######## block 1 ########
**Block 1: M1 wires**

Drawn at 2 px/um.
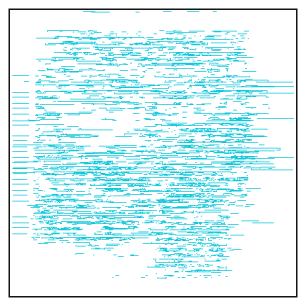
===== src/rtl/fb_write_arbiter.sv =====
// rtl/fb_write_arbiter.sv - frame-buffer write-port arbiter: camera stream vs rectangle fill
// Optional FB_CLIP_EN drops writes whose (x,y) falls outside the screen.
module fb_write_arbiter #(
  parameter int SCREEN_W   = 176,
  parameter int SCREEN_H   = 144,
  parameter int ADDR_W     = 15,
  parameter int DATA_W     = 32,
  parameter int MAX_STARVE = 4
) (
  input  logic              clk,
  input  logic              reset_n,
  input  logic              cam_valid,
  output logic              cam_ready,
  input  logic [7:0]        cam_x,
  input  logic [7:0]        cam_y,
  input  logic [DATA_W-1:0] cam_data,
  input  logic              fill_start,
  input  logic [7:0]        fill_x0,
  input  logic [7:0]        fill_y0,
  input  logic [7:0]        fill_w,
  input  logic [7:0]        fill_h,
  input  logic [DATA_W-1:0] fill_color,
  output logic              fill_busy,
  output logic              fill_done,
  output logic [ADDR_W-1:0] w_addr,
  output logic [DATA_W-1:0] w_data,
  output logic              w_en
);

  localparam logic [1:0]  S_IDLE = 2'd0;
  localparam logic [1:0]  S_FILL = 2'd1;
  localparam logic [1:0]  S_DONE = 2'd2;
  localparam logic [3:0]  LP_MAX = 4'(MAX_STARVE);
  localparam logic [15:0] LP_SW  = 16'(SCREEN_W);

  logic [1:0]        r_state;
  logic [3:0]        r_starve;
  logic [8:0]        r_x0;
  logic [8:0]        r_x_end;
  logic [8:0]        r_y_end;
  logic [8:0]        r_cx;
  logic [8:0]        r_cy;
  logic [DATA_W-1:0] r_color;
  logic [ADDR_W-1:0] r_w_addr;
  logic [DATA_W-1:0] r_w_data;
  logic              r_w_en;

  logic              w_fill_pend;
  logic              w_fill_grant;
  logic              w_cam_accept;
  logic              w_last_col;
  logic              w_last_pix;
  logic              w_cmd_ok;
  logic [8:0]        w_sel_x;
  logic [8:0]        w_sel_y;
  logic [ADDR_W-1:0] w_sel_addr;
  logic              w_in_range;

  // y*SCREEN_W + x as a sum of shifted rows, one adder per set bit of SCREEN_W.
  function automatic logic [ADDR_W-1:0] f_addr(input logic [8:0] x, input logic [8:0] y);
    logic [31:0] acc;
    acc = {23'd0, x};
    for (int i = 0; i < 16; i++) begin
      if (LP_SW[i]) acc = acc + ({23'd0, y} << i);
    end
    return acc[ADDR_W-1:0];
  endfunction

  assign w_fill_pend  = (r_state == S_FILL);
  assign w_fill_grant = w_fill_pend && (!cam_valid || (r_starve == LP_MAX));
  assign w_cam_accept = cam_valid && !w_fill_grant;
  assign w_last_col   = (r_cx == r_x_end);
  assign w_last_pix   = w_last_col && (r_cy == r_y_end);
  assign w_cmd_ok     = (fill_w != 8'd0) && (fill_h != 8'd0);

  assign w_sel_x    = w_fill_grant ? r_cx : {1'b0, cam_x};
  assign w_sel_y    = w_fill_grant ? r_cy : {1'b0, cam_y};
  assign w_sel_addr = f_addr(w_sel_x, w_sel_y);

`ifdef FB_CLIP_EN
  assign w_in_range = ({23'd0, w_sel_x} < 32'(SCREEN_W)) && ({23'd0, w_sel_y} < 32'(SCREEN_H));
`else
  assign w_in_range = 1'b1;
`endif

  always_ff @(posedge clk or negedge reset_n) begin
    if (!reset_n) begin
      r_state <= S_IDLE;
      r_x0    <= '0;
      r_x_end <= '0;
      r_y_end <= '0;
      r_cx    <= '0;
      r_cy    <= '0;
      r_color <= '0;
    end else begin
      case (r_state)
        S_IDLE: begin
          if (fill_start) begin
            if (w_cmd_ok) begin
              r_state <= S_FILL;
              r_x0    <= {1'b0, fill_x0};
              r_x_end <= {1'b0, fill_x0} + {1'b0, fill_w} - 9'd1;
              r_y_end <= {1'b0, fill_y0} + {1'b0, fill_h} - 9'd1;
              r_cx    <= {1'b0, fill_x0};
              r_cy    <= {1'b0, fill_y0};
              r_color <= fill_color;
            end else begin
              r_state <= S_DONE;
            end
          end
        end
        S_FILL: begin
          if (w_fill_grant) begin
            if (w_last_pix) begin
              r_state <= S_DONE;
            end else if (w_last_col) begin
              r_cx <= r_x0;
              r_cy <= r_cy + 9'd1;
            end else begin
              r_cx <= r_cx + 9'd1;
            end
          end
        end
        default: r_state <= S_IDLE;
      endcase
    end
  end

  // Counts camera wins while a fill pixel waits; reaching MAX_STARVE forces a fill slot.
  always_ff @(posedge clk or negedge reset_n) begin
    if (!reset_n) begin
      r_starve <= '0;
    end else if (!w_fill_pend || w_fill_grant) begin
      r_starve <= '0;
    end else if (w_cam_accept && (r_starve != LP_MAX)) begin
      r_starve <= r_starve + 4'd1;
    end
  end

  always_ff @(posedge clk or negedge reset_n) begin
    if (!reset_n) begin
      r_w_en   <= 1'b0;
      r_w_addr <= '0;
      r_w_data <= '0;
    end else begin
      r_w_en <= (w_fill_grant || w_cam_accept) && w_in_range;
      if (w_fill_grant || w_cam_accept) begin
        r_w_addr <= w_sel_addr;
        r_w_data <= w_fill_grant ? r_color : cam_data;
      end
    end
  end

  assign cam_ready = !w_fill_grant;
  assign fill_busy = (r_state == S_FILL);
  assign fill_done = (r_state == S_DONE);
  assign w_addr    = r_w_addr;
  assign w_data    = r_w_data;
  assign w_en      = r_w_en;

endmodule


===== config.mk =====
export PLATFORM = sky130hd
export DESIGN_NAME = fb_write_arbiter
export DESIGN_NICKNAME = d
export VERILOG_FILES = /design/src/rtl/fb_write_arbiter.sv
export SDC_FILE = /design/constraint.sdc
export NUM_CORES = 1
export LEC_CHECK = 0
export CORE_MARGIN = 8
export CORE_UTILIZATION = 47
export DETAILED_ROUTE_END_ITERATION = 8
export PLACE_DENSITY = 0.87
export SLEW_MARGIN = 0
export SYNTH_ARGS = -nofsm -noshare
export SYNTH_HDL_FRONTEND = slang
export SYNTH_SLANG_ARGS = --single-unit

===== constraint.sdc =====
create_clock -name clk -period 4.7 [get_ports clk]
set_input_delay 0.94 -clock clk [delete_from_list [all_inputs] [get_ports clk]]
set_output_delay 0.94 -clock clk [all_outputs]
set_load 0.005 [all_outputs]

==> results.cfg <==
; yosys + openroad results
[worst_setup_path]
slowest_stage = clkdlybuf4s50_1
r2r_slack_ps = 440
rr_worst_depth = 18
worstPathArrival_ps = 4720

[placed_design]
dp.cells = 1231

[route]
drt_pass1_iterations = 5
totalWireLength_mm = 21.6

[logic_synthesis]
mappedNetlistArea_sq_um = 7590
ys_top_logic_family = simple AND/OR/NAND/NOR gates
adder_share_pct = 11.4
ys.flops = 130
netlist_instances = 867

[layout]
largest_cell_class = multi-input combinational cells
nMultiInputCombCells = 606
sh_seq_area_pct = 31.9
inverters = 89
area.combinational_sq_um = 3840
stdcell_count = 1262

[die]
die_area_sq_um = 20500

[timing]
fin_crit_sh_pct = 94.6
worst_slew_pin_slew_ps = 1080
setup_viol = 0

[hold_path]
hold_class = reg -> reg

[status]
status = completed

[global_route]
grt_max_degree = 63

[power_and_ir_drop]
sw_frac_of_total_pct = 35.0
About 'M1 wires' of block 1:
main direction: horizontal
longest straight run: 44.6 um
wire length on this layer: 8700 um

## cells by family after synthesis
| group | after synthesis |
|---|---|
| DFF | 130 |
| AOI/OAI and AO/OA | 147 |
| adders and majority gates | 64 |
| muxes | 20 |
| xor gates and xnor gates | 47 |
| buffers and inverters | 131 |
| and+or+nand+nor | 328 |
## registers in the layout, indices dropped and copies added, names as in the netlist
| register | flops |
|---|---|
| r_x_end | 9 |
| r_color | 32 |
| w_en | 1 |
| r_x0 | 8 |
| r_state | 2 |
| r_cy | 9 |
| r_cx | 9 |
| r_y_end | 9 |
| w_addr | 15 |
| r_starve | 4 |
| w_data | 32 |

######## block 2 ########
**Block 2: gate-type map**

Drawn at 3 px/um.
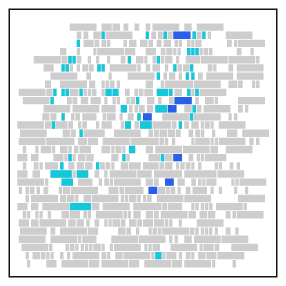
**Block 2: congestion heat map**

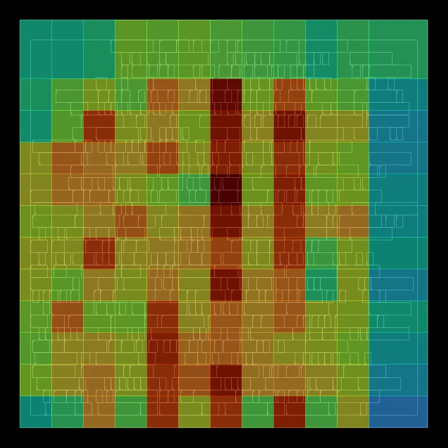
File: src/rtl/fetch_unit.sv
// fetch_unit: instruction fetch stage with optional 4-entry direct-mapped BTB.
// Optional feature macro: FETCH_BTB_EN (BTB storage and next-PC prediction).
// Without the macro, next_pc is PC+1, pred_taken stays 0 and btb_wr is ignored.
//
// state   | meaning
// --------+-----------------------------------------------------------
// ST_REQ  | read request outstanding at PC, waiting for i_ready
// ST_HOLD | returned word buffered because ID is stalled (ir_write=0)
module fetch_unit #(
  parameter logic [15:0] NOP_WORD = 16'h0000
) (
  input  logic        clk,
  input  logic        reset_n,
  input  logic        pc_write,
  input  logic        ir_write,
  input  logic        flush_if,
  input  logic [15:0] redirect_pc,
  output logic        i_readM,
  output logic [15:0] i_address,
  input  logic        i_ready,
  input  logic [15:0] i_data,
  output logic [15:0] ir,
  output logic [15:0] ir_pc_next,
  output logic        ir_valid,
  output logic        pred_taken,
  input  logic        btb_wr,
  input  logic [15:0] btb_wr_pc,
  input  logic [15:0] btb_wr_target
);

  typedef enum logic {
    ST_REQ  = 1'b0,
    ST_HOLD = 1'b1
  } state_t;

  state_t      state_q, state_d;
  logic [15:0] pc_q, pc_d;
  logic [15:0] pc_inc;
  logic [15:0] next_pc;
  logic        btb_hit;
  logic [15:0] btb_target;

  logic [15:0] ir_d, ir_pc_next_d;
  logic        ir_valid_d, pred_taken_d;

  logic [15:0] hold_word_q, hold_word_d;
  logic [15:0] hold_next_q, hold_next_d;
  logic        hold_hit_q, hold_hit_d;

  assign pc_inc    = pc_q + 16'd1;
  assign i_address = pc_q;

  // The request is gated by reset so nothing is issued while reset is held;
  // the first request appears in the first cycle after release.
  assign i_readM = reset_n && (state_q == ST_REQ);

`ifdef FETCH_BTB_EN
  logic [3:0]  btb_valid_q;
  logic [13:0] btb_tag_q [4];
  logic [15:0] btb_tgt_q [4];
  logic [1:0]  lookup_idx;
  logic [1:0]  wr_idx;

  assign lookup_idx = pc_q[1:0];
  assign wr_idx     = btb_wr_pc[1:0];
  assign btb_hit    = btb_valid_q[lookup_idx] && (btb_tag_q[lookup_idx] == pc_q[15:2]);
  assign btb_target = btb_tgt_q[lookup_idx];

  // Valid bits are the only BTB state that needs reset; a same-cycle write is
  // seen by the lookup only on the following cycle.
  always_ff @(posedge clk or negedge reset_n) begin
    if (!reset_n) begin
      btb_valid_q <= '0;
    end else if (btb_wr) begin
      btb_valid_q[wr_idx] <= 1'b1;
    end
  end

  // Tag and target payload, qualified by the valid bits above.
  always_ff @(posedge clk) begin
    if (btb_wr) begin
      btb_tag_q[wr_idx] <= btb_wr_pc[15:2];
      btb_tgt_q[wr_idx] <= btb_wr_target;
    end
  end
`else
  logic unused_btb;

  assign unused_btb = ^{btb_wr, btb_wr_pc, btb_wr_target};
  assign btb_hit    = 1'b0;
  assign btb_target = 16'h0000;
`endif

  assign next_pc = btb_hit ? btb_target : pc_inc;

  // Next-state and datapath decode; flush wins over stall and normal fetch.
  always_comb begin
    state_d       = state_q;
    pc_d          = pc_q;
    ir_d          = ir;
    ir_pc_next_d  = ir_pc_next;
    ir_valid_d    = ir_valid;
    pred_taken_d  = pred_taken;
    hold_word_d   = hold_word_q;
    hold_next_d   = hold_next_q;
    hold_hit_d    = hold_hit_q;

    if (flush_if) begin
      state_d      = ST_REQ;
      pc_d         = redirect_pc;
      ir_d         = NOP_WORD;
      ir_valid_d   = 1'b0;
      pred_taken_d = 1'b0;
    end else begin
      case (state_q)
        ST_REQ: begin
          if (i_ready) begin
            if (ir_write) begin
              ir_d         = i_data;
              ir_valid_d   = 1'b1;
              ir_pc_next_d = pc_inc;
              pred_taken_d = btb_hit;
              if (pc_write) begin
                pc_d = next_pc;
              end
            end else begin
              hold_word_d = i_data;
              hold_next_d = next_pc;
              hold_hit_d  = btb_hit;
              state_d     = ST_HOLD;
            end
          end else if (ir_write) begin
            ir_d         = NOP_WORD;
            ir_valid_d   = 1'b0;
            pred_taken_d = 1'b0;
          end
        end
        ST_HOLD: begin
          // PC has not moved since the word was buffered, so PC+1 is still
          // the fall-through address of the buffered instruction.
          if (ir_write) begin
            ir_d         = hold_word_q;
            ir_valid_d   = 1'b1;
            ir_pc_next_d = pc_inc;
            pred_taken_d = hold_hit_q;
            pc_d         = hold_next_q;
            state_d      = ST_REQ;
          end
        end
        default: begin
          state_d = ST_REQ;
        end
      endcase
    end
  end

  // State, PC, IR and hold-buffer registers.
  always_ff @(posedge clk or negedge reset_n) begin
    if (!reset_n) begin
      state_q     <= ST_REQ;
      pc_q        <= 16'h0000;
      ir          <= NOP_WORD;
      ir_pc_next  <= 16'h0000;
      ir_valid    <= 1'b0;
      pred_taken  <= 1'b0;
      hold_word_q <= 16'h0000;
      hold_next_q <= 16'h0000;
      hold_hit_q  <= 1'b0;
    end else begin
      state_q     <= state_d;
      pc_q        <= pc_d;
      ir          <= ir_d;
      ir_pc_next  <= ir_pc_next_d;
      ir_valid    <= ir_valid_d;
      pred_taken  <= pred_taken_d;
      hold_word_q <= hold_word_d;
      hold_next_q <= hold_next_d;
      hold_hit_q  <= hold_hit_d;
    end
  end

endmodule

File: config.mk
export PLATFORM = sky130hd
export DESIGN_NAME = fetch_unit
export DESIGN_NICKNAME = d
export VERILOG_FILES = /design/src/rtl/fetch_unit.sv
export SDC_FILE = /design/constraint.sdc
export NUM_CORES = 1
export LEC_CHECK = 0
export ABC_AREA = 1
export CORE_MARGIN = 2
export CORE_UTILIZATION = 55
export DETAILED_ROUTE_END_ITERATION = 7
export DONT_BUFFER_PORTS = 1
export PLACE_DENSITY = 0.73
export SYNTH_ARGS = -nofsm -noshare
export SYNTH_HDL_FRONTEND = slang
export SYNTH_SLANG_ARGS = --single-unit
File: constraint.sdc
create_clock -name clk -period 1.55 [get_ports clk]
set_clock_uncertainty 0.1 [all_clocks]
set_input_delay 0.2325 -clock clk [delete_from_list [all_inputs] [get_ports clk]]
set_output_delay 0.2325 -clock clk [all_outputs]
set_load 0.01 [all_outputs]
==> results.cfg <==
; yosys + openroad results
[layout]
nMultiInputCombCells = 337
largest_cell_class = sequential cells
sh_seq_area_pct = 42.6
lay_top_count = nand2_1
area.combinational_sq_um = 1710

[power_and_ir_drop]
sw_frac_of_total_pct = 32.7
ir_drop_mv = 0.730
power_clock_w = 0.00151

[worst_setup_path]
cp_slowest_stage_delay_ps = 420
cp.required_ps = 1700
worst_setup_path_start_kind = register
worst-path-buf-inv = 1

[status]
status = finished, violations left
violations = negative hold slack

[clock_tree]
cts_setup_buffers = 0
cts_resized = 8
clk_pin_slew_ps = 80
clock-sinks = 82
htree_num_levels = 3

[timing]
final.setup.worst_slack_ps = 32.7
setup_viol = 0
holdWs_ps = -532
hold_viol_final = 82

[global_route]
gr-total-overflow = 0
grt_usage_pct = 26.4

[die]
die_area_sq_um = 7860

[logic_synthesis]
area_leaders = dfrtp_1 52%, nand2_1 14%, o21ai_0 4.7%
ys_cells = 476
largest_area_cell = dfrtp_1

[route]
drtAntennaViolNets = 0
Notes on 'gate-type map' of block 2 above:
legend:
  nor cells:
    colour: cyan
    cells: 56
    most_used: nor2_1
  xor and xnor cells:
    colour: blue
    cells: 7
    most_used: xor2_1

Notes on 'congestion heat map' of block 2 above:
grt met3 use: 6.25%
GRT busiest layer: met2

==> cell usage after synthesis, drive strengths merged <==
master and instances:
nand3 13, a21oi 33, nor2 56, nand4 3
a22oi 18, inv 33, a31oi 6, nand3b 1
conb 1, clkbuf 9, ha 1, a211oi 1
o22ai 1, buf 15, o211ai 1, o21ai 46
xor2 7, nand2 147, and2 2, dfrtp 82
==> state kept, by name, indices dropped and copies added (netlist names) <==
signal and flops:
state_q 1, ir_valid 1, ir 16, ir_pc_next 16, i_address 16, hold_word_q 16, hold_next_q 16

######## block 3 ########
**Block 3: gate-type map**

Drawn at 4 px/um.
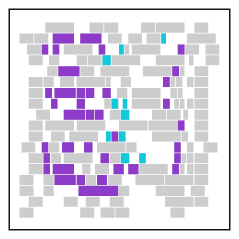
**Block 3: sequential cells grouped by signal name**

Drawn at 8 px/um.
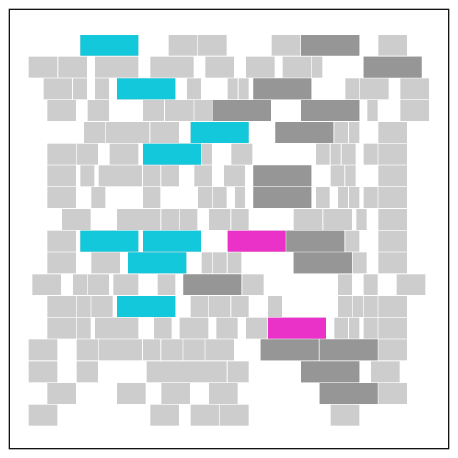
**Block 3: close-up of the layout**

Window x 29 to 54, y 29 to 54 um. Cells in grey, sequential cells in the stronger grey; small squares are vias.
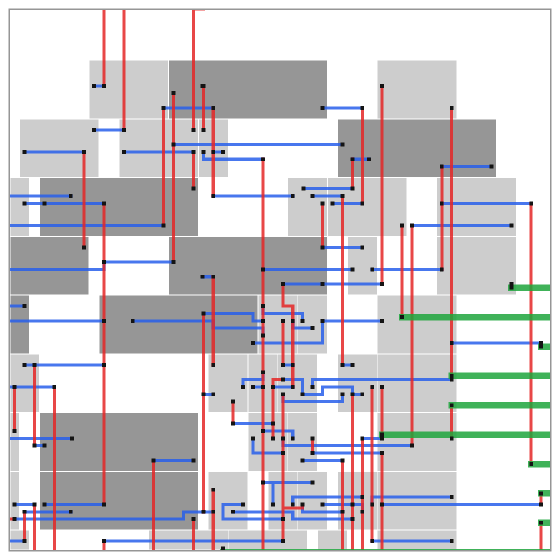
===== src/rtl/fila_arbiter.sv =====
// Two-producer / one-consumer front end for an external 8-deep byte queue.
// Round-robin arbitration by default; define FILA_ARB_STRICT_PRIO_EN for fixed A-over-B priority.
module fila_arbiter (
  input  logic       clk_10KHz,
  input  logic       reset,
  input  logic       req_a,
  input  logic [7:0] data_a,
  input  logic       req_b,
  input  logic [7:0] data_b,
  input  logic       deq_req,
  output logic       grant_a,
  output logic       grant_b,
  output logic [7:0] data_out,
  output logic       data_valid,
  output logic       busy,
  output logic [7:0] q_data_in,
  output logic       q_enqueue,
  output logic       q_dequeue,
  input  logic [7:0] q_data_out,
  input  logic [3:0] q_len
);

  typedef enum logic [1:0] {IDLE, ENQ, DEQ, CAPTURE} state_t;

  state_t     state_reg, state_next;
  logic       grant_a_next, grant_b_next;
  logic       q_enqueue_next, q_dequeue_next;
  logic       data_valid_next, busy_next;
  logic [7:0] q_data_in_next, data_out_next;
  logic       pick_b;

`ifdef FILA_ARB_STRICT_PRIO_EN
  assign pick_b = req_b && !req_a;
`else
  // prio_b_reg set means B was not the most recent winner and takes a tie.
  logic prio_b_reg, prio_b_next;
  assign pick_b = req_b && (!req_a || prio_b_reg);
`endif

  // Outputs are computed one cycle early so every pulse coincides with its state.
  always_comb begin
    state_next      = state_reg;
    grant_a_next    = 1'b0;
    grant_b_next    = 1'b0;
    q_enqueue_next  = 1'b0;
    q_dequeue_next  = 1'b0;
    data_valid_next = 1'b0;
    q_data_in_next  = q_data_in;
    data_out_next   = data_out;
`ifndef FILA_ARB_STRICT_PRIO_EN
    prio_b_next     = prio_b_reg;
`endif
    case (state_reg)
      IDLE: begin
        if (deq_req && (q_len != 4'd0)) begin
          state_next     = DEQ;
          q_dequeue_next = 1'b1;
        end else if ((req_a || req_b) && (q_len < 4'd8)) begin
          state_next     = ENQ;
          q_enqueue_next = 1'b1;
          if (pick_b) begin
            grant_b_next   = 1'b1;
            q_data_in_next = data_b;
`ifndef FILA_ARB_STRICT_PRIO_EN
            prio_b_next    = 1'b0;
`endif
          end else begin
            grant_a_next   = 1'b1;
            q_data_in_next = data_a;
`ifndef FILA_ARB_STRICT_PRIO_EN
            prio_b_next    = 1'b1;
`endif
          end
        end
      end
      ENQ: state_next = IDLE;
      DEQ: state_next = CAPTURE;
      CAPTURE: begin
        state_next      = IDLE;
        data_out_next   = q_data_out;
        data_valid_next = 1'b1;
      end
      default: state_next = IDLE;
    endcase
    busy_next = (state_next != IDLE);
  end

  always_ff @(posedge clk_10KHz) begin
    if (reset) begin
      state_reg  <= IDLE;
      grant_a    <= 1'b0;
      grant_b    <= 1'b0;
      q_enqueue  <= 1'b0;
      q_dequeue  <= 1'b0;
      data_valid <= 1'b0;
      busy       <= 1'b0;
      q_data_in  <= 8'h00;
      data_out   <= 8'h00;
`ifndef FILA_ARB_STRICT_PRIO_EN
      prio_b_reg <= 1'b0;
`endif
    end else begin
      state_reg  <= state_next;
      grant_a    <= grant_a_next;
      grant_b    <= grant_b_next;
      q_enqueue  <= q_enqueue_next;
      q_dequeue  <= q_dequeue_next;
      data_valid <= data_valid_next;
      busy       <= busy_next;
      q_data_in  <= q_data_in_next;
      data_out   <= data_out_next;
`ifndef FILA_ARB_STRICT_PRIO_EN
      prio_b_reg <= prio_b_next;
`endif
    end
  end

endmodule

===== config.mk =====
export PLATFORM = sky130hd
export DESIGN_NAME = fila_arbiter
export DESIGN_NICKNAME = d
export VERILOG_FILES = /design/src/rtl/fila_arbiter.sv
export SDC_FILE = /design/constraint.sdc
export NUM_CORES = 1
export LEC_CHECK = 0
export CAP_MARGIN = 0
export CORE_MARGIN = 2
export CORE_UTILIZATION = 42
export DETAILED_ROUTE_END_ITERATION = 12
export HOLD_SLACK_MARGIN = 0.12
export MAX_ROUTING_LAYER = met4
export PLACE_DENSITY = 0.84
export SLEW_MARGIN = 10
export SYNTH_ARGS = -nofsm -noshare
export SYNTH_HDL_FRONTEND = slang
export SYNTH_SLANG_ARGS = --single-unit

===== constraint.sdc =====
create_clock -name clk_10KHz -period 3.15 [get_ports clk_10KHz]
set_input_delay 0.7875 -clock clk_10KHz [delete_from_list [all_inputs] [get_ports clk_10KHz]]
set_output_delay 0.7875 -clock clk_10KHz [all_outputs]
set_load 0.005 [all_outputs]

==> results.cfg <==
; yosys + openroad results
[status]
status = completed

[worst_setup_path]
crit_end = q_data_in[6]

[logic_synthesis]
postSynthSeqShare_pct = 46.3
synth.avg_cell_area_sq_um = 9.48
ff_type = dfxtp_1
ys.flops = 25

[layout]
area_delta_synth_final_pct = 52.4
comb_area_share_pct = 31.4
seq_cell_count = 25
nMultiInputCombCells = 77
diodes = 0
clock_area_share_pct = 1.59

[timing]
slew_viol_final = 0
timing.setup.tns_ps = 0

[power_and_ir_drop]
power-top-group = registers
p_comb_share_pct = 23.0
p_per_area_nw_per_um2 = 380
ir_drop_mv = 0.225

[route]
drtAntennaViolNets = 0
route.vias.total = 1055

[clock_tree]
htree_num_levels = 1

[placed_design]
portBuffers = 54

[global_route]
grt_max_degree = 26

[die]
taps = 30
About 'gate-type map' of block 3:
legend:
  aoi and oai cells:
    colour: purple
    cells: 38
  nor cells:
    colour: cyan
    cells: 10
    most_used: nor2_1

About 'sequential cells grouped by signal name' of block 3:
legend:
  q_data_in:
    colour: cyan
    placed_flops: 8
  state_reg:
    colour: magenta
    placed_flops: 2
not coloured: 15

About 'close-up of the layout' of block 3:
legend:
  M2:
    colour: red
  M3:
    colour: green
  M1:
    colour: blue
most frequent: clkdlybuf4s50_1 (11), dfxtp_1 (7), nand2_1 (6)
netlist names of flops here include: data_out (3)
sequential cells in the window: 7
cells with their middle in the window: 34

worst min-delay path by stage:
stage                startpoint           to  slack, ps
floorplan           data_out[0]  data_out[0]        450
global placement    data_out[0]  data_out[0]        440
detailed placement  data_out[6]  data_out[6]        450
CTS                 data_out[6]  data_out[6]        470
global route        data_out[7]  data_out[7]        490
finish              data_out[6]  data_out[6]        470
logic make-up after synthesis:
family	share of synthesized area [%]
AND-OR/OR-AND	29.2
AND/OR/NAND/NOR	18.6
flip-flops	46.3
buffers and inverters	5.90
worst max-delay path, cell delays in order:
cell and delay, ps:
clkdlybuf4s50_1 460, o21ba_2 400, and3_1 480, a311oi_2 170

######## block 4 ########
**Block 4: close-up of the layout**

Window x 196 to 221, y 196 to 221 um. Cells in grey, sequential cells in the stronger grey; small squares are vias.
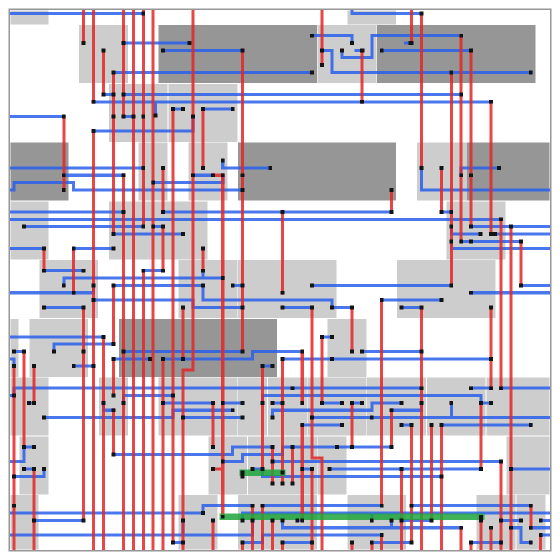
**Block 4: congestion heat map**

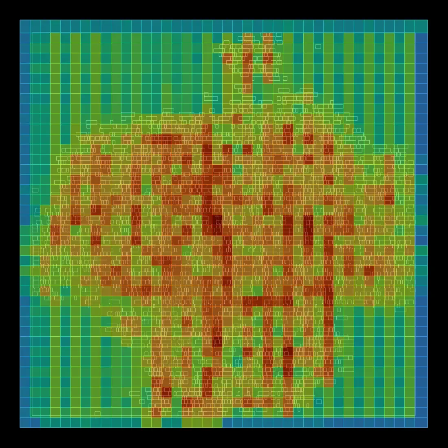
## src/rtl/md_sequencer.sv

```systemverilog
// md_sequencer: iterative multiply/divide unit owning the HI/LO registers.
// Radix-2 shift-add multiply and restoring divide, one bit per RUN cycle,
// followed by a single FIX cycle for sign correction and the HI/LO write.
// Optional build macro: MDU_EARLY_OUT_EN lets multiplies leave RUN as soon
// as the remaining multiplier bits are all zero.
module md_sequencer #(
  parameter int WIDTH = 32
) (
  input  logic             clk,
  input  logic             reset,
  input  logic             startE,
  input  logic             flushE,
  input  logic [1:0]       mdopE,
  input  logic [WIDTH-1:0] srcaE,
  input  logic [WIDTH-1:0] srcbE,
  input  logic [1:0]       hlwriteW,
  input  logic [WIDTH-1:0] hlwdataW,
  input  logic             mdreqD,
  output logic             busy,
  output logic             stallD,
  output logic             done,
  output logic [WIDTH-1:0] hi,
  output logic [WIDTH-1:0] lo
);

  localparam int CW = (WIDTH > 1) ? $clog2(WIDTH) : 1;

  typedef enum logic [1:0] {IDLE, RUN, FIX} state_t;

  state_t             state;
  logic [CW-1:0]      count;
  logic               is_div;
  logic               is_signed;
  logic               neg_a;
  logic               neg_b;
  logic               b_zero;
  logic [2*WIDTH-1:0] mcand;
  logic [2*WIDTH-1:0] prod;
  logic [WIDTH-1:0]   opb;
  logic [WIDTH-1:0]   quo;
  logic [WIDTH-1:0]   rem;

  logic               accept;
  logic               op_signed;
  logic [WIDTH-1:0]   abs_a;
  logic [WIDTH-1:0]   abs_b;
  logic [WIDTH:0]     rem_shift;
  logic [WIDTH:0]     rem_diff;
  logic               take;
  logic               last;
  logic [2*WIDTH-1:0] prod_fix;
  logic [WIDTH-1:0]   quo_fix;
  logic [WIDTH-1:0]   rem_fix;
  logic [WIDTH-1:0]   res_hi;
  logic [WIDTH-1:0]   res_lo;

  assign busy   = (state != IDLE);
  assign accept = (state == IDLE) && startE && !flushE;
  assign stallD = mdreqD && (busy || accept);

  // Operand magnitudes, one iteration of each datapath, and the sign-corrected results
  always_comb begin
    op_signed = !mdopE[0];
    abs_a     = (op_signed && srcaE[WIDTH-1]) ? (~srcaE + 1'b1) : srcaE;
    abs_b     = (op_signed && srcbE[WIDTH-1]) ? (~srcbE + 1'b1) : srcbE;
    rem_shift = {rem, quo[WIDTH-1]};
    rem_diff  = rem_shift - {1'b0, opb};
    take      = !rem_diff[WIDTH];
    last      = (count == '0);
`ifdef MDU_EARLY_OUT_EN
    if (!is_div && (opb[WIDTH-1:1] == '0)) last = 1'b1;
`endif
    prod_fix  = (is_signed && (neg_a ^ neg_b)) ? (~prod + 1'b1) : prod;
    quo_fix   = (is_signed && (neg_a ^ neg_b) && !b_zero) ? (~quo + 1'b1) : quo;
    rem_fix   = (is_signed && neg_a) ? (~rem + 1'b1) : rem;
    if (is_div) begin
      res_hi = rem_fix;
      res_lo = quo_fix;
    end else begin
      res_hi = prod_fix[2*WIDTH-1:WIDTH];
      res_lo = prod_fix[WIDTH-1:0];
    end
  end

  // Sequencer state machine, iteration datapath and HI/LO architectural registers
  always_ff @(posedge clk) begin
    if (!reset) begin
      state     <= IDLE;
      count     <= '0;
      is_div    <= 1'b0;
      is_signed <= 1'b0;
      neg_a     <= 1'b0;
      neg_b     <= 1'b0;
      b_zero    <= 1'b0;
      mcand     <= '0;
      prod      <= '0;
      opb       <= '0;
      quo       <= '0;
      rem       <= '0;
      done      <= 1'b0;
      hi        <= '0;
      lo        <= '0;
    end else begin
      done <= 1'b0;
      case (state)
        IDLE: begin
          if (accept) begin
            is_div    <= mdopE[1];
            is_signed <= op_signed;
            neg_a     <= op_signed && srcaE[WIDTH-1];
            neg_b     <= op_signed && srcbE[WIDTH-1];
            b_zero    <= (srcbE == '0);
            mcand     <= {{WIDTH{1'b0}}, abs_a};
            prod      <= '0;
            opb       <= abs_b;
            quo       <= abs_a;
            rem       <= '0;
            count     <= CW'(WIDTH - 1);
            state     <= RUN;
          end
        end
        RUN: begin
          if (is_div) begin
            rem <= take ? rem_diff[WIDTH-1:0] : rem_shift[WIDTH-1:0];
            quo <= {quo[WIDTH-2:0], take};
          end else begin
            if (opb[0]) prod <= prod + mcand;
            mcand <= mcand << 1;
            opb   <= opb >> 1;
          end
          count <= count - 1'b1;
          if (last) begin
            state <= FIX;
            done  <= 1'b1;
          end
        end
        FIX: begin
          hi    <= res_hi;
          lo    <= res_lo;
          state <= IDLE;
        end
        default: state <= IDLE;
      endcase
      if (hlwriteW[1]) hi <= hlwdataW;
      if (hlwriteW[0]) lo <= hlwdataW;
    end
  end

endmodule

```

## config.mk

```make
export PLATFORM = sky130hd
export DESIGN_NAME = md_sequencer
export DESIGN_NICKNAME = d
export VERILOG_FILES = /design/src/rtl/md_sequencer.sv
export SDC_FILE = /design/constraint.sdc
export NUM_CORES = 1
export LEC_CHECK = 0
export CORE_MARGIN = 8
export CORE_UTILIZATION = 32
export DETAILED_ROUTE_END_ITERATION = 7
export PLACE_DENSITY = 0.61
export SYNTH_ARGS = -nofsm -noshare
export SYNTH_HDL_FRONTEND = slang
export SYNTH_SLANG_ARGS = --single-unit
```

## constraint.sdc

```tcl
create_clock -name clk -period 4.46 [get_ports clk]
set_clock_uncertainty 0.1 [all_clocks]
set_input_delay 0.892 -clock clk [delete_from_list [all_inputs] [get_ports clk]]
set_output_delay 0.892 -clock clk [all_outputs]
set_load 0.1 [all_outputs]
```

==> results.cfg <==
; yosys + openroad results
[logic_synthesis]
netlist_instances = 2896
synth-async-reset-ratio_pct = 0
fp_nets = 3105
top_cell = dfxtp_1

[layout]
nonClkBufAreaFrac_pct = 8.25
lay_top_count = dfxtp_1
sh_seq_area_pct = 23.4

[power_and_ir_drop]
p_clk_share_pct = 40.0
ir_drop_mv = 0.213
leakagePower_nw = 10.5

[clock_tree]
cts_hold_buf = 0
cts_buffers = 38
cts_setup_buffers = 0
clk_pin_slew_ps = 60

[route]
drc = 0
topRoutingLayerUsed = met5

[timing]
worst_slew_pin_slew_ps = 1150

[worst_setup_path]
rr_worst_depth = 15

[placed_design]
portBuffers = 171
gp_congestion = 0.945
dpl_worst_slack_ps = 495

[status]
status = completed
## Picture notes: 'close-up of the layout' of block 4
legend:
  M3:
    colour: green
  M2:
    colour: red
  M1:
    colour: blue
cells with their middle in the window: 38
sequential cells in the window: 5
most frequent: a21o_1 (5), dfxtp_1 (5)
netlist names of flops here include: mcand (3), prod (2)

## Picture notes: 'congestion heat map' of block 4
Routed wire per std cell: 20.0 um
gr usage total: 19.3%
met1 GRT Util: 27.3%

power groups by stage:
stage | logic (W) | registers (W) | clock network, W
after global placement | 0.00182 | 0.00304 | 0
after detailed placement | 0.00182 | 0.00304 | 0
final | 0.00184 | 0.00298 | 0.00321
after global routing | 0.00199 | 0.00300 | 0.00338
after CTS | 0.00183 | 0.00298 | 0.00328
after floorplan | 0.00101 | 0.00327 | 0
cell families after synthesis:
group / after synthesis / synth area share (%)
compound gates: 1028 / 30.2
xor+xnor: 250 / 9.98
fa+ha+maj: 104 / 6.00
buf+inv: 265 / 4.61
flops: 301 / 27.5
mux: 33 / 1.50
simple gates: 915 / 20.3

######## block 5 ########
==> src/rtl/framebuffer_write_arbiter.sv <==
// -----------------------------------------------------------------------------
// framebuffer_write_arbiter
//
// Purpose: arbitrates single-pixel draw requests and a full-frame clear sweep
// onto one framebuffer write port. A clear fills every pixel with COLOR_BLACK
// in raster order, one pixel per cycle. A draw writes one pixel, one cycle
// after it is sampled.
//
// Handshake (draw side): the requester raises draw_req and holds draw_x,
// draw_y and draw_color stable until it sees draw_ack. draw_ack is a
// one-cycle pulse. If draw_req is still high in the IDLE cycle after the ack,
// it is taken as a new request. Draws are stalled, with no ack, while a clear
// is running.
//
// Ports:
//   clk, reset                 single clock, synchronous active-high reset
//   clear_start                one-cycle request to clear the whole frame
//   clear_busy / clear_done    sweep in progress / final clear write
//   draw_req, draw_x, draw_y,
//   draw_color, draw_ack       pixel draw request and its acknowledge
//   fb_we, fb_x, fb_y,
//   fb_color                   framebuffer write port (registered)
//   dbg_state                  current FSM state, for observation
// -----------------------------------------------------------------------------
package common_pkg;
    localparam int COLOR_WIDTH = 4;
    localparam logic [COLOR_WIDTH-1:0] COLOR_BLACK = 4'd0;
    localparam logic [COLOR_WIDTH-1:0] COLOR_RED   = 4'd1;
    localparam logic [COLOR_WIDTH-1:0] COLOR_GREEN = 4'd2;
    localparam logic [COLOR_WIDTH-1:0] COLOR_BLUE  = 4'd3;
    localparam logic [COLOR_WIDTH-1:0] COLOR_WHITE = 4'd7;
    localparam logic [COLOR_WIDTH-1:0] COLOR_NONE  = 4'd15;

    typedef enum logic [1:0] {
        ST_IDLE  = 2'd0,
        ST_WRITE = 2'd1,
        ST_CLEAR = 2'd2
    } fbwa_state_t;
endpackage

module framebuffer_write_arbiter
    import common_pkg::*;
#(
    parameter int FB_WIDTH  = 640,
    parameter int FB_HEIGHT = 480
) (
    input  logic                   clk,
    input  logic                   reset,
    input  logic                   clear_start,
    output logic                   clear_busy,
    output logic                   clear_done,
    input  logic                   draw_req,
    input  logic [9:0]             draw_x,
    input  logic [9:0]             draw_y,
    input  logic [COLOR_WIDTH-1:0] draw_color,
    output logic                   draw_ack,
    output logic                   fb_we,
    output logic [9:0]             fb_x,
    output logic [9:0]             fb_y,
    output logic [COLOR_WIDTH-1:0] fb_color,
    output fbwa_state_t            dbg_state
);

    localparam logic [9:0] X_MAX = 10'(FB_WIDTH - 1);
    localparam logic [9:0] Y_MAX = 10'(FB_HEIGHT - 1);

    fbwa_state_t state;
    logic [9:0]  x_cnt;
    logic [9:0]  y_cnt;

    // Next raster position of the clear sweep. The counters always hold the
    // address being written in the current CLEAR cycle.
    logic       x_last;
    logic       y_last;
    logic [9:0] x_next;
    logic [9:0] y_next;
    logic       draw_visible;

    always_comb begin
        x_last = (x_cnt == X_MAX);
        y_last = (y_cnt == Y_MAX);
        x_next = x_last ? 10'd0 : x_cnt + 10'd1;
        y_next = x_last ? y_cnt + 10'd1 : y_cnt;
        // Transparent or off-screen draws are acknowledged but not written.
        draw_visible = (draw_color != COLOR_NONE) &&
                       (draw_x <= X_MAX) && (draw_y <= Y_MAX);
    end

    assign dbg_state = state;

    always_ff @(posedge clk) begin
        if (reset) begin
            state      <= ST_IDLE;
            x_cnt      <= 10'd0;
            y_cnt      <= 10'd0;
            draw_ack   <= 1'b0;
            fb_we      <= 1'b0;
            clear_busy <= 1'b0;
            clear_done <= 1'b0;
            fb_x       <= 10'd0;
            fb_y       <= 10'd0;
            fb_color   <= COLOR_BLACK;
        end else begin
            case (state)
                ST_IDLE: begin
                    if (clear_start) begin
                        // Clear wins over a simultaneous draw; the draw stays
                        // pending and is served once the sweep finishes.
                        state      <= ST_CLEAR;
                        x_cnt      <= 10'd0;
                        y_cnt      <= 10'd0;
                        fb_we      <= 1'b1;
                        fb_x       <= 10'd0;
                        fb_y       <= 10'd0;
                        fb_color   <= COLOR_BLACK;
                        clear_busy <= 1'b1;
                        clear_done <= 1'b0;
                        draw_ack   <= 1'b0;
                    end else if (draw_req) begin
                        state    <= ST_WRITE;
                        draw_ack <= 1'b1;
                        fb_we    <= draw_visible;
                        // Address and data only move on a real write so the
                        // port holds its last values otherwise.
                        if (draw_visible) begin
                            fb_x     <= draw_x;
                            fb_y     <= draw_y;
                            fb_color <= draw_color;
                        end
                    end else begin
                        draw_ack <= 1'b0;
                        fb_we    <= 1'b0;
                    end
                end

                ST_WRITE: begin
                    state    <= ST_IDLE;
                    draw_ack <= 1'b0;
                    fb_we    <= 1'b0;
                end

                ST_CLEAR: begin
                    if (x_last && y_last) begin
                        state      <= ST_IDLE;
                        fb_we      <= 1'b0;
                        clear_busy <= 1'b0;
                        clear_done <= 1'b0;
                    end else begin
                        x_cnt      <= x_next;
                        y_cnt      <= y_next;
                        fb_we      <= 1'b1;
                        fb_x       <= x_next;
                        fb_y       <= y_next;
                        fb_color   <= COLOR_BLACK;
                        clear_done <= (x_next == X_MAX) && (y_next == Y_MAX);
                    end
                end

                default: begin
                    state      <= ST_IDLE;
                    draw_ack   <= 1'b0;
                    fb_we      <= 1'b0;
                    clear_busy <= 1'b0;
                    clear_done <= 1'b0;
                end
            endcase
        end
    end

endmodule

==> config.mk <==
export PLATFORM = sky130hd
export DESIGN_NAME = framebuffer_write_arbiter
export DESIGN_NICKNAME = d
export VERILOG_FILES = /design/src/rtl/framebuffer_write_arbiter.sv
export SDC_FILE = /design/constraint.sdc
export NUM_CORES = 1
export LEC_CHECK = 0
export CELL_PAD_IN_SITES_DETAIL_PLACEMENT = 1
export CELL_PAD_IN_SITES_GLOBAL_PLACEMENT = 2
export CORE_MARGIN = 2
export CORE_UTILIZATION = 32
export CTS_BUF_LIST = sky130_fd_sc_hd__clkbuf_8
export DETAILED_ROUTE_END_ITERATION = 10
export PLACE_DENSITY_LB_ADDON = 0.15
export SYNTH_ARGS = -nofsm -noshare
export SYNTH_HDL_FRONTEND = slang
export SYNTH_SLANG_ARGS = --single-unit
==> constraint.sdc <==
create_clock -name clk -period 3.4 [get_ports clk]
set_input_delay 0.34 -clock clk [delete_from_list [all_inputs] [get_ports clk]]
set_output_delay 0.34 -clock clk [all_outputs]
set_load 0.01 [all_outputs]
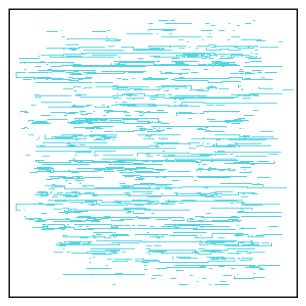
**Above:** block 5 (M1 wires).
Drawn at 3 px/um.
share of all routed wire: 50%
main direction: horizontal
longest straight run: 43.2 um
wire length on this layer: 4390 um
nets with wire on the layer: 367

[where the power goes]
part           internal (W)  switching, W  leakage, nW
Sequential         0.000614     0.0000189        0.408
Clock              0.000225      0.000227       0.0563
Combinational      0.000116      0.000126        0.773
[layer usage]
layer	up-vias	global-route usage [%]	routed length, um
met4	0	5.36	89
li1	1313	-	-
met1	1223	28.9	4390
met3	8	3.40	502
met5	-	0	0
met2	54	30.6	3800
[state kept, by name, indices dropped and copies added, names as in the netlist]
name	flops
fb_x	10
fb_y	10
x_cnt	10
y_cnt	10
fb_color	4
dbg_state	2
clear_busy	1
clear_done	1
draw_ack	1
fb_we	1
==> results.cfg <==
; yosys + openroad results
[die]
io_pins = 58
coreArea_sq_um = 8180
taps = 105

[power_and_ir_drop]
leakagePower_nw = 1.24

[status]
status = completed

[worst_setup_path]
cp.depth = 7

[timing]
holdWs_ps = 392
fin_skew_ps = 7.64
fin_crit_sh_pct = 78.3
slew-limit-headroom_pct = 39.1
hold_viol_final = 0

[hold_path]
hold_depth = 3

[logic_synthesis]
ys_top_logic_family = simple AND/OR/NAND/NOR gates
synthAoiAreaFrac_pct = 20.6

[placed_design]
place_hpwl_mm = 6.43

[layout]
area.combinational_sq_um = 1510

######## block 6 ########
## src/rtl/coin_event_builder_if.sv

```systemverilog
// FIFO write-port bundle between the coin event builder (master) and the event FIFO (slave).
`timescale 1ns/1ps
interface coin_event_builder_if;
  logic        FIFO_FULL;
  logic        WR_EN;
  logic [15:0] WR_DATA;

  modport master (input FIFO_FULL, output WR_EN, output WR_DATA);
  modport slave  (output FIFO_FULL, input WR_EN, input WR_DATA);
endinterface

```

## src/rtl/coin_event_builder.sv

```systemverilog
// Coincidence-triggered event builder: synchronises coin/tube hits, ORs a pre-trigger history plus a hit window
// into one event and writes it as a 16-bit word frame. Optional EVENT_NUMBER_HEADER_EN prepends an event number.
`timescale 1ns/1ps
module coin_event_builder #(
  parameter int PRE_DEPTH = 4,
  parameter int WINDOW    = 10
) (
  input  logic                        clk100,
  input  logic                        reset,
  input  logic                        SCIN_COIN,
  input  logic [7:0]                  TUBE3A,
  input  logic [7:0]                  TUBE3B,
  input  logic [7:0]                  TUBE4A,
  input  logic [7:0]                  TUBE4B,
  coin_event_builder_if.master        fifo,
  output logic                        BUSY,
  output logic                        OVERFLOW
);

`ifdef EVENT_NUMBER_HEADER_EN
  localparam int FRAME_WORDS = 4;
`else
  localparam int FRAME_WORDS = 3;
`endif
  localparam logic [1:0] LAST_IDX = 2'(FRAME_WORDS - 1);
  localparam logic [7:0] WIN_LAST = 8'(WINDOW - 1);

  typedef enum logic [1:0] {
    ST_IDLE,
    ST_WINDOW,
    ST_EMIT
  } state_t;

  // Coin and all tube bits share one synchroniser structure so their latencies are identical.
  logic [32:0] raw_vec;
  logic [32:0] sync_vec;
  logic        coin_sync;
  logic [31:0] tube_sync;

  assign raw_vec   = {SCIN_COIN, TUBE3A, TUBE3B, TUBE4A, TUBE4B};
  assign coin_sync = sync_vec[32];
  assign tube_sync = sync_vec[31:0];

  generate
    for (genvar gi = 0; gi < 33; gi++) begin : g_sync
      logic s1_reg;
      logic s2_reg;
      always_ff @(posedge clk100 or posedge reset) begin
        if (reset) begin
          s1_reg <= 1'b0;
          s2_reg <= 1'b0;
        end else begin
          s1_reg <= raw_vec[gi];
          s2_reg <= s1_reg;
        end
      end
      assign sync_vec[gi] = s2_reg;
    end
  endgenerate

  // Pre-trigger history: stage 0 holds the previous cycle's vector, stage PRE_DEPTH-1 the oldest.
  logic [PRE_DEPTH-1:0][31:0] hist_q;
  logic [31:0]                hist_or;

  generate
    for (genvar gi = 0; gi < PRE_DEPTH; gi++) begin : g_hist
      logic [31:0] stage_reg;
      logic [31:0] stage_in;
      if (gi == 0) begin : g_first
        assign stage_in = tube_sync;
      end else begin : g_chain
        assign stage_in = hist_q[gi-1];
      end
      always_ff @(posedge clk100 or posedge reset) begin
        if (reset) begin
          stage_reg <= '0;
        end else begin
          stage_reg <= stage_in;
        end
      end
      assign hist_q[gi] = stage_reg;
    end
  endgenerate

  always_comb begin
    hist_or = '0;
    for (int i = 0; i < PRE_DEPTH; i++) begin
      hist_or = hist_or | hist_q[i];
    end
  end

  logic [15:0] ts_reg;

  always_ff @(posedge clk100 or posedge reset) begin
    if (reset) begin
      ts_reg <= '0;
    end else begin
      ts_reg <= ts_reg + 16'd1;
    end
  end

  state_t      state_reg,    state_next;
  logic [7:0]  win_cnt_reg,  win_cnt_next;
  logic [1:0]  word_idx_reg, word_idx_next;
  logic [31:0] acc_reg,      acc_next;
  logic [15:0] ts_cap_reg,   ts_cap_next;
  logic        armed_reg,    armed_next;
  logic        overflow_reg, overflow_next;
  logic [15:0] frame_word;
  logic        wr_en;
  logic        busy;
`ifdef EVENT_NUMBER_HEADER_EN
  logic [15:0] evt_cnt_reg, evt_cnt_next;
`endif

  always_ff @(posedge clk100 or posedge reset) begin
    if (reset) begin
      state_reg    <= ST_IDLE;
      win_cnt_reg  <= '0;
      word_idx_reg <= '0;
      acc_reg      <= '0;
      ts_cap_reg   <= '0;
      armed_reg    <= 1'b0;
      overflow_reg <= 1'b0;
`ifdef EVENT_NUMBER_HEADER_EN
      evt_cnt_reg  <= '0;
`endif
    end else begin
      state_reg    <= state_next;
      win_cnt_reg  <= win_cnt_next;
      word_idx_reg <= word_idx_next;
      acc_reg      <= acc_next;
      ts_cap_reg   <= ts_cap_next;
      armed_reg    <= armed_next;
      overflow_reg <= overflow_next;
`ifdef EVENT_NUMBER_HEADER_EN
      evt_cnt_reg  <= evt_cnt_next;
`endif
    end
  end

  always_comb begin
    state_next    = state_reg;
    win_cnt_next  = win_cnt_reg;
    word_idx_next = word_idx_reg;
    acc_next      = acc_reg;
    ts_cap_next   = ts_cap_reg;
    armed_next    = armed_reg;
    overflow_next = overflow_reg;
    wr_en         = 1'b0;
    busy          = 1'b0;
`ifdef EVENT_NUMBER_HEADER_EN
    evt_cnt_next  = evt_cnt_reg;
`endif

    case (state_reg)
      ST_IDLE: begin
        // Arming only happens on a low level seen here, so a held or re-raised coin cannot retrigger.
        if (!coin_sync) begin
          armed_next = 1'b1;
        end
        if (coin_sync && armed_reg) begin
          armed_next   = 1'b0;
          acc_next     = hist_or | tube_sync;
          ts_cap_next  = ts_reg;
          win_cnt_next = '0;
          state_next   = ST_WINDOW;
        end
      end

      ST_WINDOW: begin
        busy         = 1'b1;
        acc_next     = acc_reg | tube_sync;
        win_cnt_next = win_cnt_reg + 8'd1;
        if (win_cnt_reg == WIN_LAST) begin
          word_idx_next = '0;
          state_next    = ST_EMIT;
        end
      end

      ST_EMIT: begin
        busy = 1'b1;
        if (fifo.FIFO_FULL) begin
          // Full on the first word drops the whole event; later it only stalls.
          if (word_idx_reg == 2'd0) begin
            overflow_next = 1'b1;
            state_next    = ST_IDLE;
          end
        end else begin
          wr_en = 1'b1;
          if (word_idx_reg == LAST_IDX) begin
            state_next = ST_IDLE;
`ifdef EVENT_NUMBER_HEADER_EN
            evt_cnt_next = evt_cnt_reg + 16'd1;
`endif
          end else begin
            word_idx_next = word_idx_reg + 2'd1;
          end
        end
      end

      default: begin
        state_next = ST_IDLE;
      end
    endcase
  end

  always_comb begin
    frame_word = '0;
`ifdef EVENT_NUMBER_HEADER_EN
    case (word_idx_reg)
      2'd0:    frame_word = evt_cnt_reg;
      2'd1:    frame_word = ts_cap_reg;
      2'd2:    frame_word = acc_reg[31:16];
      default: frame_word = acc_reg[15:0];
    endcase
`else
    case (word_idx_reg)
      2'd0:    frame_word = ts_cap_reg;
      2'd1:    frame_word = acc_reg[31:16];
      2'd2:    frame_word = acc_reg[15:0];
      default: frame_word = '0;
    endcase
`endif
  end

  assign fifo.WR_EN   = wr_en;
  assign fifo.WR_DATA = (state_reg == ST_EMIT) ? frame_word : 16'h0000;
  assign BUSY         = busy;
  assign OVERFLOW     = overflow_reg;

endmodule

```

## src/flat_wrapper.sv

```systemverilog
// flat-port wrapper written by rule: the top's interface ports become plain ports
module coin_event_builder_flat 
#(
  parameter int PRE_DEPTH = 4,
  parameter int WINDOW    = 10
)
  (clk100, reset, SCIN_COIN, TUBE3A, TUBE3B, TUBE4A, TUBE4B, BUSY, OVERFLOW, fifo_FIFO_FULL, fifo_WR_EN, fifo_WR_DATA);
  coin_event_builder_if fifo_i ();
  input  logic clk100;
  input  logic reset;
  input  logic SCIN_COIN;
  input  logic [7:0] TUBE3A;
  input  logic [7:0] TUBE3B;
  input  logic [7:0] TUBE4A;
  input  logic [7:0] TUBE4B;
  output logic BUSY;
  output logic OVERFLOW;
  input wire logic [$bits(fifo_i.FIFO_FULL)-1:0] fifo_FIFO_FULL;
  output wire logic [$bits(fifo_i.WR_EN)-1:0] fifo_WR_EN;
  output wire logic [$bits(fifo_i.WR_DATA)-1:0] fifo_WR_DATA;
  assign fifo_i.FIFO_FULL = fifo_FIFO_FULL;
  assign fifo_WR_EN = fifo_i.WR_EN;
  assign fifo_WR_DATA = fifo_i.WR_DATA;
  coin_event_builder #(.PRE_DEPTH(PRE_DEPTH), .WINDOW(WINDOW)) u_core (.clk100(clk100), .reset(reset), .SCIN_COIN(SCIN_COIN), .TUBE3A(TUBE3A), .TUBE3B(TUBE3B), .TUBE4A(TUBE4A), .TUBE4B(TUBE4B), .fifo(fifo_i), .BUSY(BUSY), .OVERFLOW(OVERFLOW));
endmodule
```

## config.mk

```make
export PLATFORM = sky130hd
export DESIGN_NAME = coin_event_builder_flat
export DESIGN_NICKNAME = d
export VERILOG_FILES = /design/src/rtl/coin_event_builder_if.sv /design/src/rtl/coin_event_builder.sv /design/src/flat_wrapper.sv
export SDC_FILE = /design/constraint.sdc
export NUM_CORES = 1
export LEC_CHECK = 0
export ABC_AREA = 1
export CORE_UTILIZATION = 58
export CTS_BUF_LIST = sky130_fd_sc_hd__clkbuf_16
export DETAILED_ROUTE_END_ITERATION = 12
export PLACE_DENSITY = 0.84
export SYNTH_ARGS = -nofsm -noshare
export SYNTH_HDL_FRONTEND = slang
export SYNTH_SLANG_ARGS = --single-unit
export TNS_END_PERCENT = 30
```

## constraint.sdc

```tcl
create_clock -name clk100 -period 11.2 [get_ports clk100]
set_input_delay 1.12 -clock clk100 [delete_from_list [all_inputs] [get_ports clk100]]
set_output_delay 1.12 -clock clk100 [all_outputs]
set_load 0.005 [all_outputs]
```

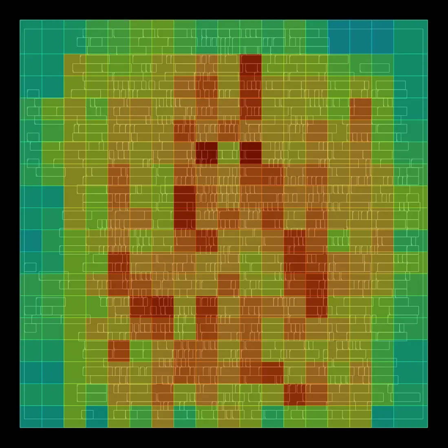
**Above:** block 6 (congestion heat map).
Routed wire per std cell: 15.7 um
met1 GRT Util: 30.6%
GRT busiest layer: met2

==> results.cfg <==
; yosys + openroad results
[timing]
max_freq_mhz = 255
rsz0062_at_grt = no

[logic_synthesis]
synth_cell_type_count = 30
adder_share_pct = 1.36
area_leaders = dfrtp_1 74%, nand2_1 8.0%, nor2_1 3.9%
largest_area_cell = dfrtp_1
synth-async-reset-ratio_pct = 100

[worst_setup_path]
crit_end = fifo_WR_DATA[15]
crit_type = reg -> out
end_kind = output port
cp.required_ps = 10080
slowest_stage = nor2_2

[layout]
clock_buffers = 27
stdcell_count = 1087

[route]
drc = 0

[global_route]
grt_usage_pct = 22.4

[placed_design]
placedInstanceArea_sq_um = 9890

[status]
status = completed

[die]
coreArea_sq_um = 15300
worst reg2reg max path, cell delays in order (launching register included):
cell	delay (ps)
dfrtp_1	400
inv_1	90
ha_1	290
nand3_2	540
nand2_4	630
nand2_1	150
o21ai_0	240
nor2_1	90
where the power goes:
part           internal [W]  switching, W
Clock              0.000478      0.000344
Combinational      0.000170      0.000318
Sequential          0.00109     0.0000692
Total               0.00174      0.000732

######## block 7 ########
**Block 7: gate-type map**

Drawn at 2 px/um.
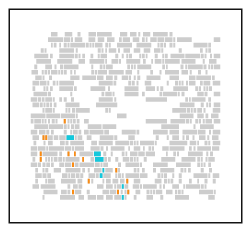
===== config.mk =====
export PLATFORM = sky130hd
export DESIGN_NAME = execute_cc_stage
export DESIGN_NICKNAME = d
export VERILOG_FILES = /design/src/rtl/execute_cc_stage.sv
export SDC_FILE = /design/constraint.sdc
export NUM_CORES = 1
export LEC_CHECK = 0
export ABC_AREA = 1
export CORE_ASPECT_RATIO = 0.9
export CORE_MARGIN = 10
export CORE_UTILIZATION = 37
export CTS_CLUSTER_DIAMETER = 120
export DETAILED_ROUTE_END_ITERATION = 12
export GPL_ROUTABILITY_DRIVEN = 0
export PLACE_DENSITY = 0.79
export SLEW_MARGIN = 0
export SYNTH_ARGS = -nofsm -noshare
export SYNTH_HDL_FRONTEND = slang
export SYNTH_SLANG_ARGS = --single-unit

===== constraint.sdc =====
create_clock -name clk -period 1.1 [get_ports clk]
set_input_delay 0.165 -clock clk [delete_from_list [all_inputs] [get_ports clk]]
set_output_delay 0.165 -clock clk [all_outputs]
set_load 0.01 [all_outputs]

===== src/rtl/execute_cc_stage.sv =====
// Execute-stage condition-code register, jump/cmov condition evaluation and
// E->M pipeline register for the pipelined Y86 core.
module execute_cc_stage #(
  parameter int unsigned DATA_W   = 32,
  parameter logic [3:0]  RNONE    = 4'hF,
  parameter logic [2:0]  CC_RESET = 3'b100
) (
  input  logic              clk,
  input  logic              reset,
  input  logic [2:0]        e_stat,
  input  logic [3:0]        e_icode,
  input  logic [3:0]        e_ifun,
  input  logic [2:0]        e_zso,
  input  logic [DATA_W-1:0] e_valE,
  input  logic [DATA_W-1:0] e_valA,
  input  logic [3:0]        e_dstE,
  input  logic [3:0]        e_dstM,
  input  logic              cc_block,
  input  logic              m_stall,
  input  logic              m_bubble,
  output logic [2:0]        cc,
  output logic              e_cnd,
  output logic [3:0]        e_dstE_fwd,
  output logic [2:0]        M_stat,
  output logic [3:0]        M_icode,
  output logic              M_cnd,
  output logic [DATA_W-1:0] M_valE,
  output logic [DATA_W-1:0] M_valA,
  output logic [3:0]        M_dstE,
  output logic [3:0]        M_dstM
);

  localparam logic [3:0] IcodeNop  = 4'h1;
  localparam logic [3:0] IcodeCmov = 4'h2;
  localparam logic [3:0] IcodeOpl  = 4'h6;
  localparam logic [2:0] StatAok   = 3'd1;

  logic [2:0]        r_cc;
  logic [2:0]        r_m_stat;
  logic [3:0]        r_m_icode;
  logic              r_m_cnd;
  logic [DATA_W-1:0] r_m_valE;
  logic [DATA_W-1:0] r_m_valA;
  logic [3:0]        r_m_dstE;
  logic [3:0]        r_m_dstM;

  logic w_z;
  logic w_s;
  logic w_o;
  logic w_lt;
  logic w_cnd;
  logic w_cc_we;

  assign w_z = r_cc[2];
  assign w_s = r_cc[1];
  assign w_o = r_cc[0];
  // Signed less-than after a compare is S xor O.
  assign w_lt = w_s ^ w_o;

  // OPL flags are only committed when no later stage has faulted and M is moving.
  assign w_cc_we = (e_icode == IcodeOpl) && !cc_block && !m_stall;

  // Condition decode from the stored flags; the current OPL never sees its own flags.
  always_comb begin
    w_cnd = 1'b0;
    case (e_ifun)
      4'h0:    w_cnd = 1'b1;
      4'h1:    w_cnd = w_lt | w_z;
      4'h2:    w_cnd = w_lt;
      4'h3:    w_cnd = w_z;
      4'h4:    w_cnd = ~w_z;
      4'h5:    w_cnd = ~w_lt;
      4'h6:    w_cnd = ~w_lt & ~w_z;
      default: w_cnd = 1'b0;
    endcase
  end

  assign e_cnd = w_cnd;

  // A failed cmov must not write its destination, so hide it from forwarding too.
  assign e_dstE_fwd = ((e_icode == IcodeCmov) && !w_cnd) ? RNONE : e_dstE;

  // Condition-code register.
  always_ff @(posedge clk) begin
    if (reset) begin
      r_cc <= CC_RESET;
    end else if (w_cc_we) begin
      r_cc <= e_zso;
    end
  end

  // E->M pipeline register; stall has priority over bubble.
  always_ff @(posedge clk) begin
    if (reset) begin
      r_m_stat  <= StatAok;
      r_m_icode <= IcodeNop;
      r_m_cnd   <= 1'b0;
      r_m_valE  <= '0;
      r_m_valA  <= '0;
      r_m_dstE  <= RNONE;
      r_m_dstM  <= RNONE;
    end else if (m_stall) begin
      r_m_stat  <= r_m_stat;
      r_m_icode <= r_m_icode;
      r_m_cnd   <= r_m_cnd;
      r_m_valE  <= r_m_valE;
      r_m_valA  <= r_m_valA;
      r_m_dstE  <= r_m_dstE;
      r_m_dstM  <= r_m_dstM;
    end else if (m_bubble) begin
      r_m_stat  <= StatAok;
      r_m_icode <= IcodeNop;
      r_m_cnd   <= 1'b0;
      r_m_valE  <= '0;
      r_m_valA  <= '0;
      r_m_dstE  <= RNONE;
      r_m_dstM  <= RNONE;
    end else begin
      r_m_stat  <= e_stat;
      r_m_icode <= e_icode;
      r_m_cnd   <= w_cnd;
      r_m_valE  <= e_valE;
      r_m_valA  <= e_valA;
      r_m_dstE  <= e_dstE_fwd;
      r_m_dstM  <= e_dstM;
    end
  end

  assign cc      = r_cc;
  assign M_stat  = r_m_stat;
  assign M_icode = r_m_icode;
  assign M_cnd   = r_m_cnd;
  assign M_valE  = r_m_valE;
  assign M_valA  = r_m_valA;
  assign M_dstE  = r_m_dstE;
  assign M_dstM  = r_m_dstM;

endmodule


==> results.cfg <==
; yosys + openroad results
[power_and_ir_drop]
p_clk_share_pct = 37.9
power.total_w = 0.00676
p_comb_share_pct = 15.0

[route]
route.vias.total = 3257
dr_wl_met3_mm = 1.13

[worst_setup_path]
worst_setup_path_start_kind = primary input
cp_max_fo = 5

[timing]
slew_viol_final = 0
max_freq_mhz = 635
hold_viol_final = 0
timing.setup.tns_ps = -3470
fin_skew_ps = 13.3
final.setup.worst_slack_ps = -476
holdWs_ps = 172
setup_viol = 11

[logic_synthesis]
synth_cell_type_count = 20
ys_cells = 392

[layout]
largest_cell_class = buffers
area.combinational_sq_um = 1200
clock_area_share_pct = 4.59
drive_gt1_share_pct = 30.5
nMultiInputCombCells = 271

[status]
status = finished, violations left
violations = negative setup slack

[placed_design]
dp.cells = 664
portBuffers = 178

[global_route]
gr-total-overflow = 0

[clock_tree]
htree_num_levels = 3
About 'gate-type map' of block 7:
legend:
  nor cells:
    colour: cyan
    cells: 7
    most_used: nor2_1
    where: bottom middle
  inv cells:
    colour: orange
    cells: 15
    most_used: inv_1

[cells by family after synthesis]
| kind of cell | share of synthesized area, % |
|---|---|
| and+or+nand+nor | 24.1 |
| buffers and inverters | 6.80 |
| DFF | 54.7 |
| AOI/OAI and AO/OA | 14.3 |
[how the worst max path moves through the flow]
stage | slack (ps) | cells past startpoint | endpoint
floorplan | 30 | 11 | M_dstE[0]
global placement | -820 | 9 | e_dstE_fwd[2]
detailed placement | -880 | 10 | e_dstE_fwd[3]
CTS | -500 | 9 | e_dstE_fwd[3]
global route | -580 | 9 | e_dstE_fwd[3]
finish | -480 | 10 | e_dstE_fwd[3]


## Gallery

Gate-type map.
(a)
Drawn at 3 px/um.
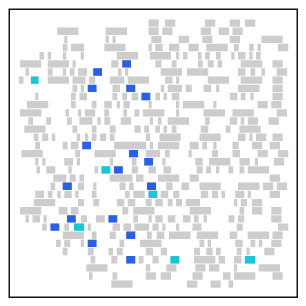
(b)
Drawn at 2 px/um.
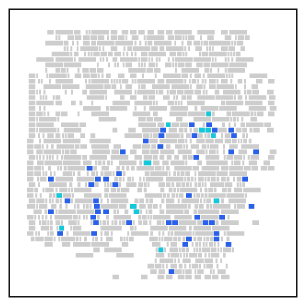
(c)
Drawn at 2 px/um.
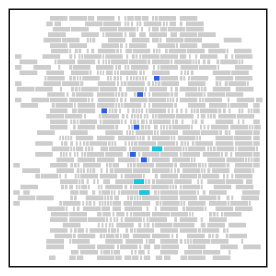
(a) is block 5.
(b) is block 1.
(c) is block 6.


==> gallery <==
Sequential cells grouped by signal name.
Plate I
Drawn at 4 px/um.
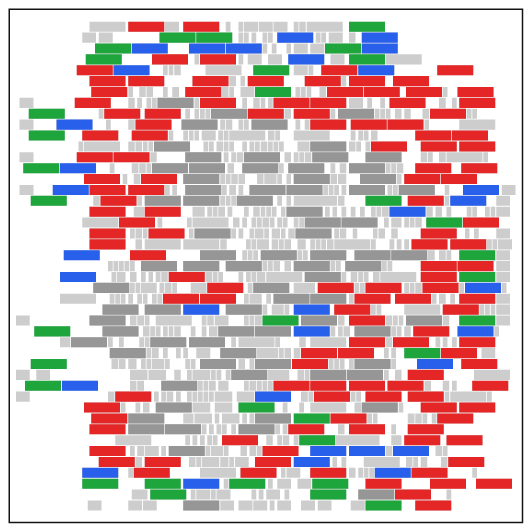
Plate II
Drawn at 4 px/um.
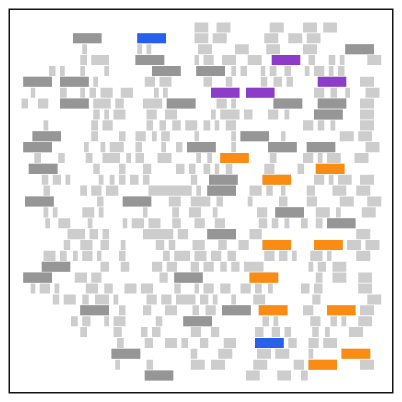
Plate III
Drawn at 4 px/um.
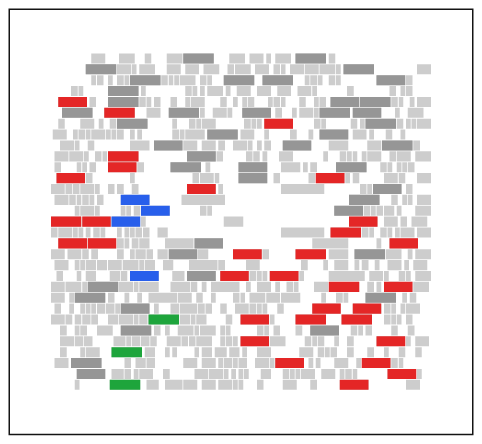
Plate IV
Drawn at 3 px/um.
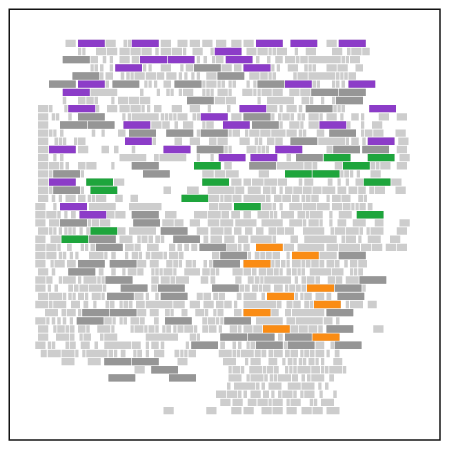
Plate V
Drawn at 1.5 px/um.
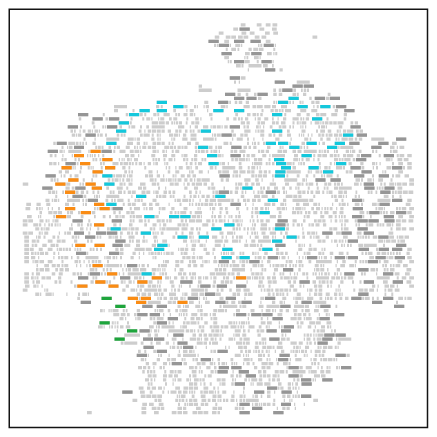
- fewest sequential cells: Plate II
- fewest cells: Plate II
block 4: Plate V
block 5: Plate II
block 6: Plate I
block 7: Plate III
block 1: Plate IV

Key to Plate III:
legend:
  M_dstE:
    colour: blue
    placed_flops: 4
    where: left middle
  M_valE:
    colour: red
    placed_flops: 32
  cc:
    colour: green
    placed_flops: 3
not coloured: 44

Power and IR drop assume default switching activity.
